# ---- mcp4921_spi_s_axis ----
Fig. 1: mcp4921_spi_s_axis, ports around the boundary
Scale bar: 20 um. Pins as bars across the die edge, other pins in grey.
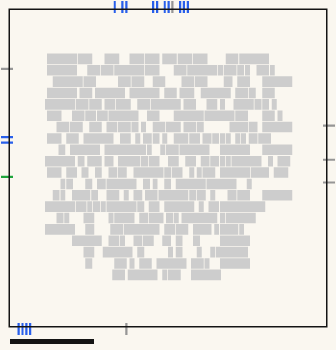

[src/rtl/mcp4921_spi_s_axis.sv]
// -----------------------------------------------------------------------------
// mcp4921_spi_s_axis
//
// Accepts 12-bit DAC samples on an AXI4-Stream slave port and transmits each
// one to an MCP4921 DAC as a 16-bit SPI mode 0,0 frame, MSB first:
//     {1'b0, BUF, GA_N, SHDN_N, code[11:0]}
// After each frame, chip select is held high for TCSH_CLKS cycles. If the
// macro MCP4921_LDAC_EN is defined, an LDAC strobe follows: ldac_n is driven
// low for 2*TCSH_CLKS cycles. Otherwise the DAC latches on the rising edge of
// cs (LDAC is tied low on the board).
//
// Optional feature macro: MCP4921_LDAC_EN (adds the ldac_n port and the LATCH
// phase).
//
// Parameters
//   FCLK       system clock frequency in Hz (informational only)
//   HALF_DIV   clk cycles per SCK half-period (2..1023)
//   TCSH_CLKS  clk cycles cs stays high after each frame (2..255)
//   BUF        VREF buffer bit (command bit 14)
//   GA_N       gain bit, 1 = 1x (command bit 13)
//   SHDN_N     active-mode bit (command bit 12)
//
// Ports
//   clk                 system clock
//   rst                 synchronous, active-high reset
//   s_axis_dac_tdata    [11:0] unsigned DAC code; [15:12] ignored
//   s_axis_dac_tvalid   sample valid
//   s_axis_dac_tready   high only while idle and able to accept a sample
//   cs                  active-low DAC chip select
//   sck                 SPI clock, idles low
//   mosi                serial data to the DAC
//   ldac_n              DAC latch strobe (MCP4921_LDAC_EN builds only)
//
// Every output comes straight from a flop; there is no combinational path
// from tvalid or tdata to any output.
// -----------------------------------------------------------------------------
module mcp4921_spi_s_axis #(
    parameter real FCLK      = 100e6,
    parameter int  HALF_DIV  = 50,
    parameter int  TCSH_CLKS = 5,
    parameter bit  BUF       = 1'b0,
    parameter bit  GA_N      = 1'b1,
    parameter bit  SHDN_N    = 1'b1
) (
    input  logic        clk,
    input  logic        rst,
    input  logic [15:0] s_axis_dac_tdata,
    input  logic        s_axis_dac_tvalid,
    output logic        s_axis_dac_tready,
    output logic        cs,
    output logic        sck,
`ifdef MCP4921_LDAC_EN
    output logic        ldac_n,
`endif
    output logic        mosi
);

    // FCLK only documents the intended clock rate.
    localparam real unused_fclk_hz = FCLK;

    localparam logic [1:0] ST_IDLE  = 2'd0;
    localparam logic [1:0] ST_SHIFT = 2'd1;
    localparam logic [1:0] ST_CSH   = 2'd2;
`ifdef MCP4921_LDAC_EN
    localparam logic [1:0] ST_LATCH = 2'd3;
    localparam logic [8:0] LATCH_LAST = 9'(2 * TCSH_CLKS - 1);
`endif

    localparam logic [9:0] HALF_LAST = 10'(HALF_DIV - 1);
    localparam logic [8:0] CSH_LAST  = 9'(TCSH_CLKS - 1);
    localparam logic [3:0] BIT_LAST  = 4'd15;

    logic [1:0]  state_r;
    logic [1:0]  state_nxt_s;
    logic [9:0]  div_cnt_r;
    logic [9:0]  div_cnt_nxt_s;
    logic [3:0]  bit_cnt_r;
    logic [3:0]  bit_cnt_nxt_s;
    logic [8:0]  hold_cnt_r;
    logic [8:0]  hold_cnt_nxt_s;
    // Holds the bits still to be sent; the bit currently on mosi lives in mosi_r.
    logic [14:0] shreg_r;
    logic [14:0] shreg_nxt_s;
    logic        cs_r;
    logic        cs_nxt_s;
    logic        sck_r;
    logic        sck_nxt_s;
    logic        mosi_r;
    logic        mosi_nxt_s;
    logic        tready_r;
    logic        tready_nxt_s;
`ifdef MCP4921_LDAC_EN
    logic        ldac_r;
    logic        ldac_nxt_s;
    logic        latch_done_s;
`endif

    logic [15:0] word_s;
    logic        xfer_s;
    logic        half_done_s;
    logic        frame_end_s;
    logic        csh_done_s;
    logic        unused_s;

    assign unused_s    = ^s_axis_dac_tdata[15:12];
    assign word_s      = {1'b0, BUF, GA_N, SHDN_N, s_axis_dac_tdata[11:0]};
    assign xfer_s      = s_axis_dac_tvalid & tready_r;
    assign half_done_s = (div_cnt_r == HALF_LAST);
    // The frame ends at the falling edge that would follow the 16th bit.
    assign frame_end_s = half_done_s & sck_r & (bit_cnt_r == BIT_LAST);
    assign csh_done_s  = (hold_cnt_r == CSH_LAST);
`ifdef MCP4921_LDAC_EN
    assign latch_done_s = (hold_cnt_r == LATCH_LAST);
`endif

    // State, counter, shift and output registers.
    always_ff @(posedge clk) begin
        if (rst) begin
            state_r    <= ST_IDLE;
            div_cnt_r  <= 10'd0;
            bit_cnt_r  <= 4'd0;
            hold_cnt_r <= 9'd0;
            shreg_r    <= 15'd0;
            cs_r       <= 1'b1;
            sck_r      <= 1'b0;
            mosi_r     <= 1'b0;
            tready_r   <= 1'b0;
`ifdef MCP4921_LDAC_EN
            ldac_r     <= 1'b1;
`endif
        end else begin
            state_r    <= state_nxt_s;
            div_cnt_r  <= div_cnt_nxt_s;
            bit_cnt_r  <= bit_cnt_nxt_s;
            hold_cnt_r <= hold_cnt_nxt_s;
            shreg_r    <= shreg_nxt_s;
            cs_r       <= cs_nxt_s;
            sck_r      <= sck_nxt_s;
            mosi_r     <= mosi_nxt_s;
            tready_r   <= tready_nxt_s;
`ifdef MCP4921_LDAC_EN
            ldac_r     <= ldac_nxt_s;
`endif
        end
    end

    // Next-state selection; unused encodings fall back to IDLE.
    always_comb begin
        state_nxt_s = ST_IDLE;
        case (state_r)
            ST_IDLE: begin
                if (xfer_s) begin
                    state_nxt_s = ST_SHIFT;
                end else begin
                    state_nxt_s = ST_IDLE;
                end
            end
            ST_SHIFT: begin
                if (frame_end_s) begin
                    state_nxt_s = ST_CSH;
                end else begin
                    state_nxt_s = ST_SHIFT;
                end
            end
            ST_CSH: begin
                if (csh_done_s) begin
`ifdef MCP4921_LDAC_EN
                    state_nxt_s = ST_LATCH;
`else
                    state_nxt_s = ST_IDLE;
`endif
                end else begin
                    state_nxt_s = ST_CSH;
                end
            end
`ifdef MCP4921_LDAC_EN
            ST_LATCH: begin
                if (latch_done_s) begin
                    state_nxt_s = ST_IDLE;
                end else begin
                    state_nxt_s = ST_LATCH;
                end
            end
`endif
            default: begin
                state_nxt_s = ST_IDLE;
            end
        endcase
    end

    // Next values for the counters, shift register and registered outputs.
    always_comb begin
        div_cnt_nxt_s  = 10'd0;
        bit_cnt_nxt_s  = 4'd0;
        hold_cnt_nxt_s = 9'd0;
        shreg_nxt_s    = shreg_r;
        sck_nxt_s      = 1'b0;
        mosi_nxt_s     = 1'b0;
        case (state_r)
            ST_IDLE: begin
                if (xfer_s) begin
                    shreg_nxt_s = word_s[14:0];
                    mosi_nxt_s  = word_s[15];
                end else begin
                    shreg_nxt_s = shreg_r;
                end
            end
            ST_SHIFT: begin
                if (frame_end_s) begin
                    // Close the frame: sck, mosi and counters return to zero.
                    shreg_nxt_s = 15'd0;
                end else if (half_done_s) begin
                    sck_nxt_s = ~sck_r;
                    if (sck_r) begin
                        // Falling sck edge is the only place mosi advances.
                        bit_cnt_nxt_s = bit_cnt_r + 4'd1;
                        mosi_nxt_s    = shreg_r[14];
                        shreg_nxt_s   = {shreg_r[13:0], 1'b0};
                    end else begin
                        bit_cnt_nxt_s = bit_cnt_r;
                        mosi_nxt_s    = mosi_r;
                    end
                end else begin
                    div_cnt_nxt_s = div_cnt_r + 10'd1;
                    bit_cnt_nxt_s = bit_cnt_r;
                    sck_nxt_s     = sck_r;
                    mosi_nxt_s    = mosi_r;
                end
            end
            ST_CSH: begin
                if (csh_done_s) begin
                    hold_cnt_nxt_s = 9'd0;
                end else begin
                    hold_cnt_nxt_s = hold_cnt_r + 9'd1;
                end
            end
`ifdef MCP4921_LDAC_EN
            ST_LATCH: begin
                if (latch_done_s) begin
                    hold_cnt_nxt_s = 9'd0;
                end else begin
                    hold_cnt_nxt_s = hold_cnt_r + 9'd1;
                end
            end
`endif
            default: begin
                shreg_nxt_s = 15'd0;
            end
        endcase

        // Framing outputs follow the state being entered, so they change on
        // the same edge as the state.
        cs_nxt_s     = (state_nxt_s != ST_SHIFT);
        tready_nxt_s = (state_nxt_s == ST_IDLE);
`ifdef MCP4921_LDAC_EN
        ldac_nxt_s   = (state_nxt_s != ST_LATCH);
`endif
    end

    assign s_axis_dac_tready = tready_r;
    assign cs                = cs_r;
    assign sck               = sck_r;
    assign mosi              = mosi_r;
`ifdef MCP4921_LDAC_EN
    assign ldac_n            = ldac_r;
`endif

endmodule

[config.mk]
export PLATFORM = sky130hd
export DESIGN_NAME = mcp4921_spi_s_axis
export DESIGN_NICKNAME = d
export VERILOG_FILES = /design/src/rtl/mcp4921_spi_s_axis.sv
export SDC_FILE = /design/constraint.sdc
export NUM_CORES = 1
export LEC_CHECK = 0
export CAP_MARGIN = 20
export CORE_MARGIN = 8
export CORE_UTILIZATION = 54
export CTS_CLUSTER_SIZE = 10
export DETAILED_ROUTE_END_ITERATION = 16
export GPL_TIMING_DRIVEN = 0
export PLACE_DENSITY = 0.88
export SYNTH_ARGS = -nofsm -noshare
export SYNTH_HDL_FRONTEND = slang
export SYNTH_SLANG_ARGS = --single-unit
[constraint.sdc]
create_clock -name clk -period 1.87 [get_ports clk]
set_input_delay 0.2805 -clock clk [delete_from_list [all_inputs] [get_ports clk]]
set_output_delay 0.2805 -clock clk [all_outputs]
set_load 0.05 [all_outputs]
# ---- axis_fir_deci_sched ----
### src/rtl/rpspmc_fir_pkg.sv
// -----------------------------------------------------------------------------
// rpspmc_fir_pkg
// Shared definitions for the time-multiplexed boxcar FIR/decimation engine
// scheduler: default geometry, the scheduler state encoding and the helper
// that bounds the requested window length to the engine depth.
// -----------------------------------------------------------------------------
package rpspmc_fir_pkg;

  localparam int NCH_DEF        = 4;   // channels sharing the engine
  localparam int NCH_L_DEF      = 2;   // channel index width
  localparam int FIR_DECI_L_DEF = 6;   // log2 of the engine depth
  localparam int DIV_W_DEF      = 16;  // sample-period divider width

  typedef enum logic [1:0] {
    ST_IDLE,
    ST_FLUSH,
    ST_WAIT_TICK,
    ST_SERVE
  } state_e;

  // Requested window lengths beyond the engine depth run at full depth.
  function automatic logic [3:0] clamp_len_l(input logic [3:0]  len_l,
                                             input int unsigned max_l);
    if (32'(len_l) > max_l) return 4'(max_l);
    return len_l;
  endfunction

endpackage

### src/rtl/fir_tick_div.sv
// -----------------------------------------------------------------------------
// fir_tick_div
// Loadable down-counter that produces the per-sample timebase. While running
// it counts down; the cycle it reaches zero raises tick and reloads from div,
// so the tick period is div+1 clocks (div=0 ticks every clock).
//
// Ports:
//   a_clk, a_resetn : clock, synchronous active-low reset
//   load            : force a reload from div (takes priority)
//   run             : count enable; tick is only raised while running
//   div             : sample period in clocks minus one, sampled at reload
//   tick            : one-cycle sample strobe (combinational from count)
// -----------------------------------------------------------------------------
module fir_tick_div #(
  parameter int DIV_W = 16
) (
  input  logic             a_clk,
  input  logic             a_resetn,
  input  logic             load,
  input  logic             run,
  input  logic [DIV_W-1:0] div,
  output logic             tick
);

  logic [DIV_W-1:0] cnt_q;

  assign tick = run && (cnt_q == '0);

  // NOTE: sequential state uses non-blocking assignments so every flop
  // samples pre-edge values regardless of statement order.
  always_ff @(posedge a_clk) begin
    if (!a_resetn) begin
      cnt_q <= '0;
    end else if (load || tick) begin
      cnt_q <= div;
    end else if (run) begin
      cnt_q <= cnt_q - 1'b1;
    end
  end

endmodule

### src/rtl/axis_fir_deci_sched.sv
// -----------------------------------------------------------------------------
// axis_fir_deci_sched
// Scheduler for one shared boxcar FIR/decimation engine serving NCH channels.
// On every sample tick it walks the channels round-robin, one per clock,
// issuing a step strobe for active channels and a clear strobe for inactive
// ones, tracks per-channel window fill and flags engine results (engine
// latency 1). All outputs are registered and line up with the state they
// describe (busy is high in exactly the cycles the strobes may be).
//
// Ports:
//   a_clk, a_resetn : clock, synchronous active-low reset
//   cfg_enable      : run enable; low returns to IDLE on the next clock
//   cfg_div         : sample period in clocks minus one
//   cfg_len_l       : log2 window length (clamped to FIR_DECI_L)
//   ch_active       : per-channel upstream tvalid
//   fir_sel         : channel addressed by the engine this cycle
//   fir_step        : engine ingests a sample for fir_sel
//   fir_clear       : engine zeroes the state of fir_sel
//   ch_filled       : per-channel window fully populated
//   out_tvalid      : engine result valid (pulse), channel on out_tid
//   busy            : scheduler in FLUSH or SERVE
//   overrun         : sticky, a tick arrived while still serving
// -----------------------------------------------------------------------------
module axis_fir_deci_sched
  import rpspmc_fir_pkg::*;
#(
  parameter int NCH        = NCH_DEF,
  parameter int NCH_L      = NCH_L_DEF,
  parameter int FIR_DECI_L = FIR_DECI_L_DEF,
  parameter int DIV_W      = DIV_W_DEF
) (
  input  logic             a_clk,
  input  logic             a_resetn,
  input  logic             cfg_enable,
  input  logic [DIV_W-1:0] cfg_div,
  input  logic [3:0]       cfg_len_l,
  input  logic [NCH-1:0]   ch_active,
  output logic [NCH_L-1:0] fir_sel,
  output logic             fir_step,
  output logic             fir_clear,
  output logic [NCH-1:0]   ch_filled,
  output logic             out_tvalid,
  output logic [NCH_L-1:0] out_tid,
  output logic             busy,
  output logic             overrun
);

  localparam int               FILL_W  = FIR_DECI_L + 1;
  localparam logic [NCH_L-1:0] LAST_CH = NCH_L'(NCH - 1);

  state_e             state_q, state_d;
  logic [NCH_L-1:0]   k_q, k_d;
  logic [3:0]         len_l_q, len_l_d, len_l_cfg;
  logic [FILL_W-1:0]  fill_q [NCH];
  logic [FILL_W-1:0]  fill_d [NCH];
  logic [FILL_W-1:0]  lim, fill_inc;

  logic [NCH_L-1:0]   sel_d, tid_d;
  logic               step_d, clear_d, tvalid_d, busy_d, overrun_d;
  logic [NCH-1:0]     filled_d;

  logic               tick, div_run, div_load;

  assign len_l_cfg = clamp_len_l(cfg_len_l, FIR_DECI_L);
  assign lim       = FILL_W'(1) << len_l_q;

  // The divider is reloaded when FLUSH hands over to WAIT_TICK so the first
  // sample burst lands a full period after the engine was cleared.
  assign div_run  = (state_q == ST_WAIT_TICK) || (state_q == ST_SERVE);
  assign div_load = (state_q == ST_FLUSH) && (state_d == ST_WAIT_TICK);

  fir_tick_div #(.DIV_W(DIV_W)) u_tick_div (
    .a_clk    (a_clk),
    .a_resetn (a_resetn),
    .load     (div_load),
    .run      (div_run),
    .div      (cfg_div),
    .tick     (tick)
  );

  // NOTE: every signal driven here gets a default first, so no path leaves a
  // value unassigned and no latch is inferred.
  always_comb begin
    state_d   = state_q;
    k_d       = k_q;
    len_l_d   = len_l_q;
    fill_d    = fill_q;
    filled_d  = ch_filled;
    overrun_d = overrun;
    sel_d     = '0;
    step_d    = 1'b0;
    clear_d   = 1'b0;
    fill_inc  = '0;
    // Engine result follows its step by one clock.
    tvalid_d  = fir_step & ch_filled[fir_sel];
    tid_d     = fir_sel;

    case (state_q)
      ST_IDLE: begin
        len_l_d   = len_l_cfg;
        overrun_d = 1'b0;
        state_d   = ST_FLUSH;
        k_d       = '0;
      end
      ST_FLUSH: begin
        if (k_q == LAST_CH) state_d = ST_WAIT_TICK;
        else                k_d     = k_q + 1'b1;
      end
      ST_WAIT_TICK: begin
        // A new window length invalidates every channel's history.
        if (len_l_cfg != len_l_q) begin
          len_l_d = len_l_cfg;
          state_d = ST_FLUSH;
          k_d     = '0;
        end else if (tick) begin
          state_d = ST_SERVE;
          k_d     = '0;
        end
      end
      ST_SERVE: begin
        if (tick) overrun_d = 1'b1;  // tick dropped, burst completes
        if (k_q == LAST_CH) state_d = ST_WAIT_TICK;
        else                k_d     = k_q + 1'b1;
      end
      default: state_d = ST_IDLE;
    endcase

    if (!cfg_enable) begin
      state_d  = ST_IDLE;
      k_d      = '0;
      tvalid_d = 1'b0;
      tid_d    = '0;
    end

    // Strobes and fill bookkeeping belong to the cycle being entered.
    case (state_d)
      ST_IDLE, ST_FLUSH: begin
        fill_d   = '{default: '0};
        filled_d = '0;
        if (state_d == ST_FLUSH) begin
          clear_d = 1'b1;
          sel_d   = k_d;
        end
      end
      ST_SERVE: begin
        sel_d = k_d;
        if (ch_active[k_d]) begin
          fill_inc     = (fill_q[k_d] >= lim) ? lim : fill_q[k_d] + 1'b1;
          step_d       = 1'b1;
          fill_d[k_d]  = fill_inc;
          filled_d[k_d] = (fill_inc == lim);
        end else begin
          clear_d       = 1'b1;
          fill_d[k_d]   = '0;
          filled_d[k_d] = 1'b0;
        end
      end
      default: ;
    endcase

    busy_d = (state_d == ST_FLUSH) || (state_d == ST_SERVE);
  end

  always_ff @(posedge a_clk) begin
    if (!a_resetn) begin
      state_q    <= ST_IDLE;
      k_q        <= '0;
      len_l_q    <= '0;
      // NOTE: the fill counters are a small register array, not RAM, so they
      // are reset with the rest of the state.
      fill_q     <= '{default: '0};
      fir_sel    <= '0;
      fir_step   <= 1'b0;
      fir_clear  <= 1'b0;
      ch_filled  <= '0;
      out_tvalid <= 1'b0;
      out_tid    <= '0;
      busy       <= 1'b0;
      overrun    <= 1'b0;
    end else begin
      state_q    <= state_d;
      k_q        <= k_d;
      len_l_q    <= len_l_d;
      fill_q     <= fill_d;
      fir_sel    <= sel_d;
      fir_step   <= step_d;
      fir_clear  <= clear_d;
      ch_filled  <= filled_d;
      out_tvalid <= tvalid_d;
      out_tid    <= tid_d;
      busy       <= busy_d;
      overrun    <= overrun_d;
    end
  end

endmodule

### config.mk
export PLATFORM = sky130hd
export DESIGN_NAME = axis_fir_deci_sched
export DESIGN_NICKNAME = d
export VERILOG_FILES = /design/src/rtl/rpspmc_fir_pkg.sv /design/src/rtl/fir_tick_div.sv /design/src/rtl/axis_fir_deci_sched.sv
export SDC_FILE = /design/constraint.sdc
export NUM_CORES = 1
export LEC_CHECK = 0
export CORE_MARGIN = 1.5
export CORE_UTILIZATION = 43
export CTS_CLUSTER_SIZE = 8
export DETAILED_ROUTE_END_ITERATION = 7
export SLEW_MARGIN = 20
export SYNTH_ARGS = -nofsm -noshare
export SYNTH_HDL_FRONTEND = slang
export SYNTH_SLANG_ARGS = --single-unit
### constraint.sdc
create_clock -name a_clk -period 4.9 [get_ports a_clk]
set_input_delay 0.49 -clock a_clk [delete_from_list [all_inputs] [get_ports a_clk]]
set_output_delay 0.49 -clock a_clk [all_outputs]
set_load 0.02 [all_outputs]
Fig. 2: mcp4921_spi_s_axis, clock wiring as the flow saved it
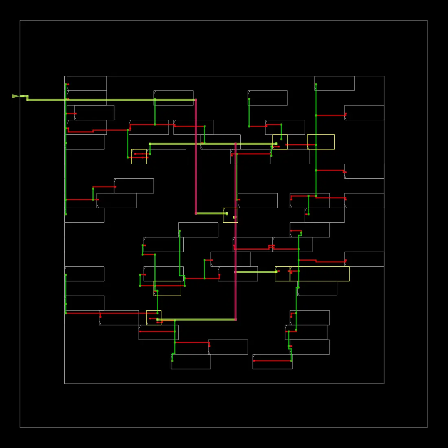
skew final: 0.0174 ns
Late-Pin Clk Latency: 0.36 ns
clock group power: 0.655 mW
# clk buffers: 7

## Picture notes: Fig. 1
- s_axis_dac_tdata: blue (pins 16; direction input; edge 10 top, 4 bottom, 2 left)
- mosi: green (pins 1; direction output; edge left)

==> metrics.csv, mcp4921_spi_s_axis <==
stage,metric,value,unit
outcome,status,"complete, no violations",
synthesis,synthAdderAreaFrac,3.26,%
synthesis,ys_types,37,
synthesis,synth.most_common_cell,dfxtp_1,
pwr,total_power,1.80,mW
pwr,max-vdd-ir-drop,455,uV
job,log.warning_count,33,
worst_hold_path,hp-class,in2reg,
pwr,p_comb,0.162,mW
final_layout,utilization,68.0,%
final_layout,reg.largest.list,"shreg_r: 15 flops, div_cnt_r: 10 flops, hold_cnt_r: 9 flops",
global_route,use_met3,4.61,%
routing,dr_total_vias,1558,
timing,min_period,1.79,ns
clock_network,cts.clk_slew.worst_paths,0.13,ns
final_layout,comb_cells,139,
final_layout,area_delta_synth_final,20.0,%
clock_network,ctsHoldBuffers,0,
timing,fin_ws,0.0807,ns
final_layout,fin_area,2300,um^2
placement,finalWeightedCongestion,0.788,
setup_path,cp_num_buf_inv,1,
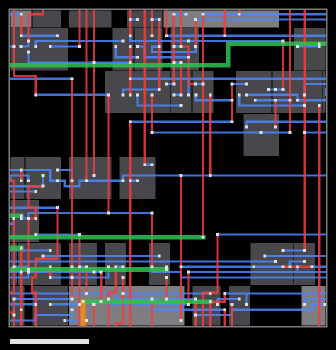
Fig. 3. A small window of the routed layout (axis_fir_deci_sched).
Scale bar: 5 um. Region (40, 60) to (60, 80) um. Cells in grey, sequential cells in the stronger grey; small squares are vias.
- M1: blue
- M2: red
- M4: orange
- M3: green
- netlist names of flops here include: state_q (1)
- most frequent: nand2_1 (5), a21oi_1 (3)
- cells with their middle in the window: 25
- sequential cells in the window: 1

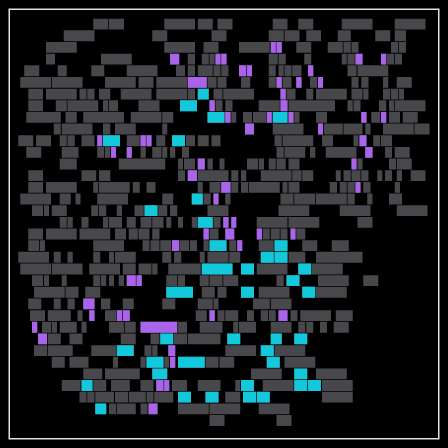
Fig. 4. Gate families picked out (axis_fir_deci_sched).
- nor cells: purple (cells 61)
- non-inverting ao/oa cells: cyan (cells 40)

==> metrics.csv, axis_fir_deci_sched <==
stage,metric,value,unit
job,drv_cap,0,
global_route,grt_start_max_net_pins,26,
clock_network,post-cts-setup-buffer-count,0,
timing,tightestPinTransition,0.968,ns
pwr,powerSeq,0.528,mW
final_layout,stdcell_count,619,
pwr,p_comb,0.150,mW
global_route,use_met3,4.46,%
pwr,p_leak,1.73,nW
setup_path,rr_worst_depth,12,
routing,firstDrtPassIters,6,
final_layout,seq_share,27.5,%
routing,wl_per_cell,17.9,um
final_layout,regArea,1280,um^2
floorplan,design.die.area,9970,um^2
synthesis,ys_seq_share,31.8,%
pwr,seqPwrFrac,42.1,%
synthesis,synth.most_common_cell,dfxtp_1,
floorplan,fp_util,44.1,%
routing,dr_total_vias,3717,
floorplan,tapCellCount,111,
final_layout,n_clock_buffer,10,
clock_network,clk_latency,0.35,ns
setup_path,rr_endpoint,fill_q[10]$_SDFFE_PN0P_,
floorplan,die-width,99.9,um
outcome,status,"complete, no violations",
final_layout,comb_share,53.3,%
final_layout,reg.largest.list,"fill_q: 28 flops, u_tick_div.cnt_q: 16 flops",
synthesis,ys_top_logic_family,AND-OR/OR-AND gates,
setup_path,cp-end-kind,register,
final_layout,layout.nonclk_buf_share,9.49,%
clock_network,cts_tree,yes,
timing,finalSetupTns,0,ns
timing,worst_hold_slack,0.459,ns
synthesis,ys_types,80,
routing,viasPerCell,6.00,
pwr,combPwrFrac,12.0,%
final_layout,regMostFlops,fill_q,
routing,drcViolationCount,0,
synthesis,mux_area_share,5.92,%
synthesis,ys.flops,64,
setup_path,rrSetupSlack,0.86,ns
placement,dpl_cell_area,4410,um^2
global_route,gr-usage-all-layers,23.0,%
setup_path,endpoint,fill_q[10]$_SDFFE_PN0P_,


==> notes/layouts.md <==
Pictures saved along the way, in no particular order.

Signal metal coverage by tile.
(a)
15 x 15 tiles, from white (low) to dark blue (high), scaled to the fullest tile. Values are wire area over tile area, all layers added.
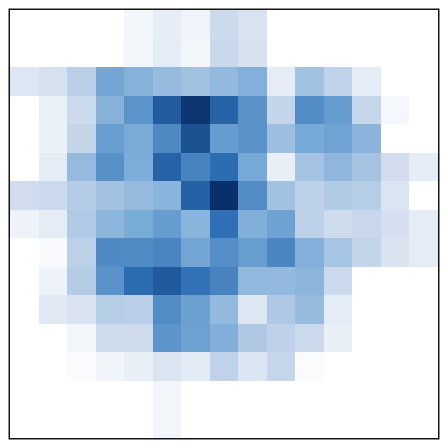
(b)
20 x 20 tiles, from white (low) to dark blue (high), scaled to the fullest tile. Values are wire area over tile area, all layers added.
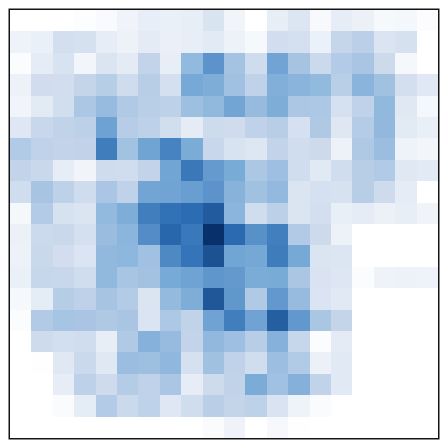
| picture | from |
|---|---|
| (b) | axis_fir_deci_sched |
| (a) | mcp4921_spi_s_axis |

Key to (a):
- fullest tile: 0.46
- emptiest ninth of the die: bottom right
- densest ninth of the die: middle
- nearly empty tiles: 34%

Power figures rest on the tool's default switching activity, not on a simulated workload.
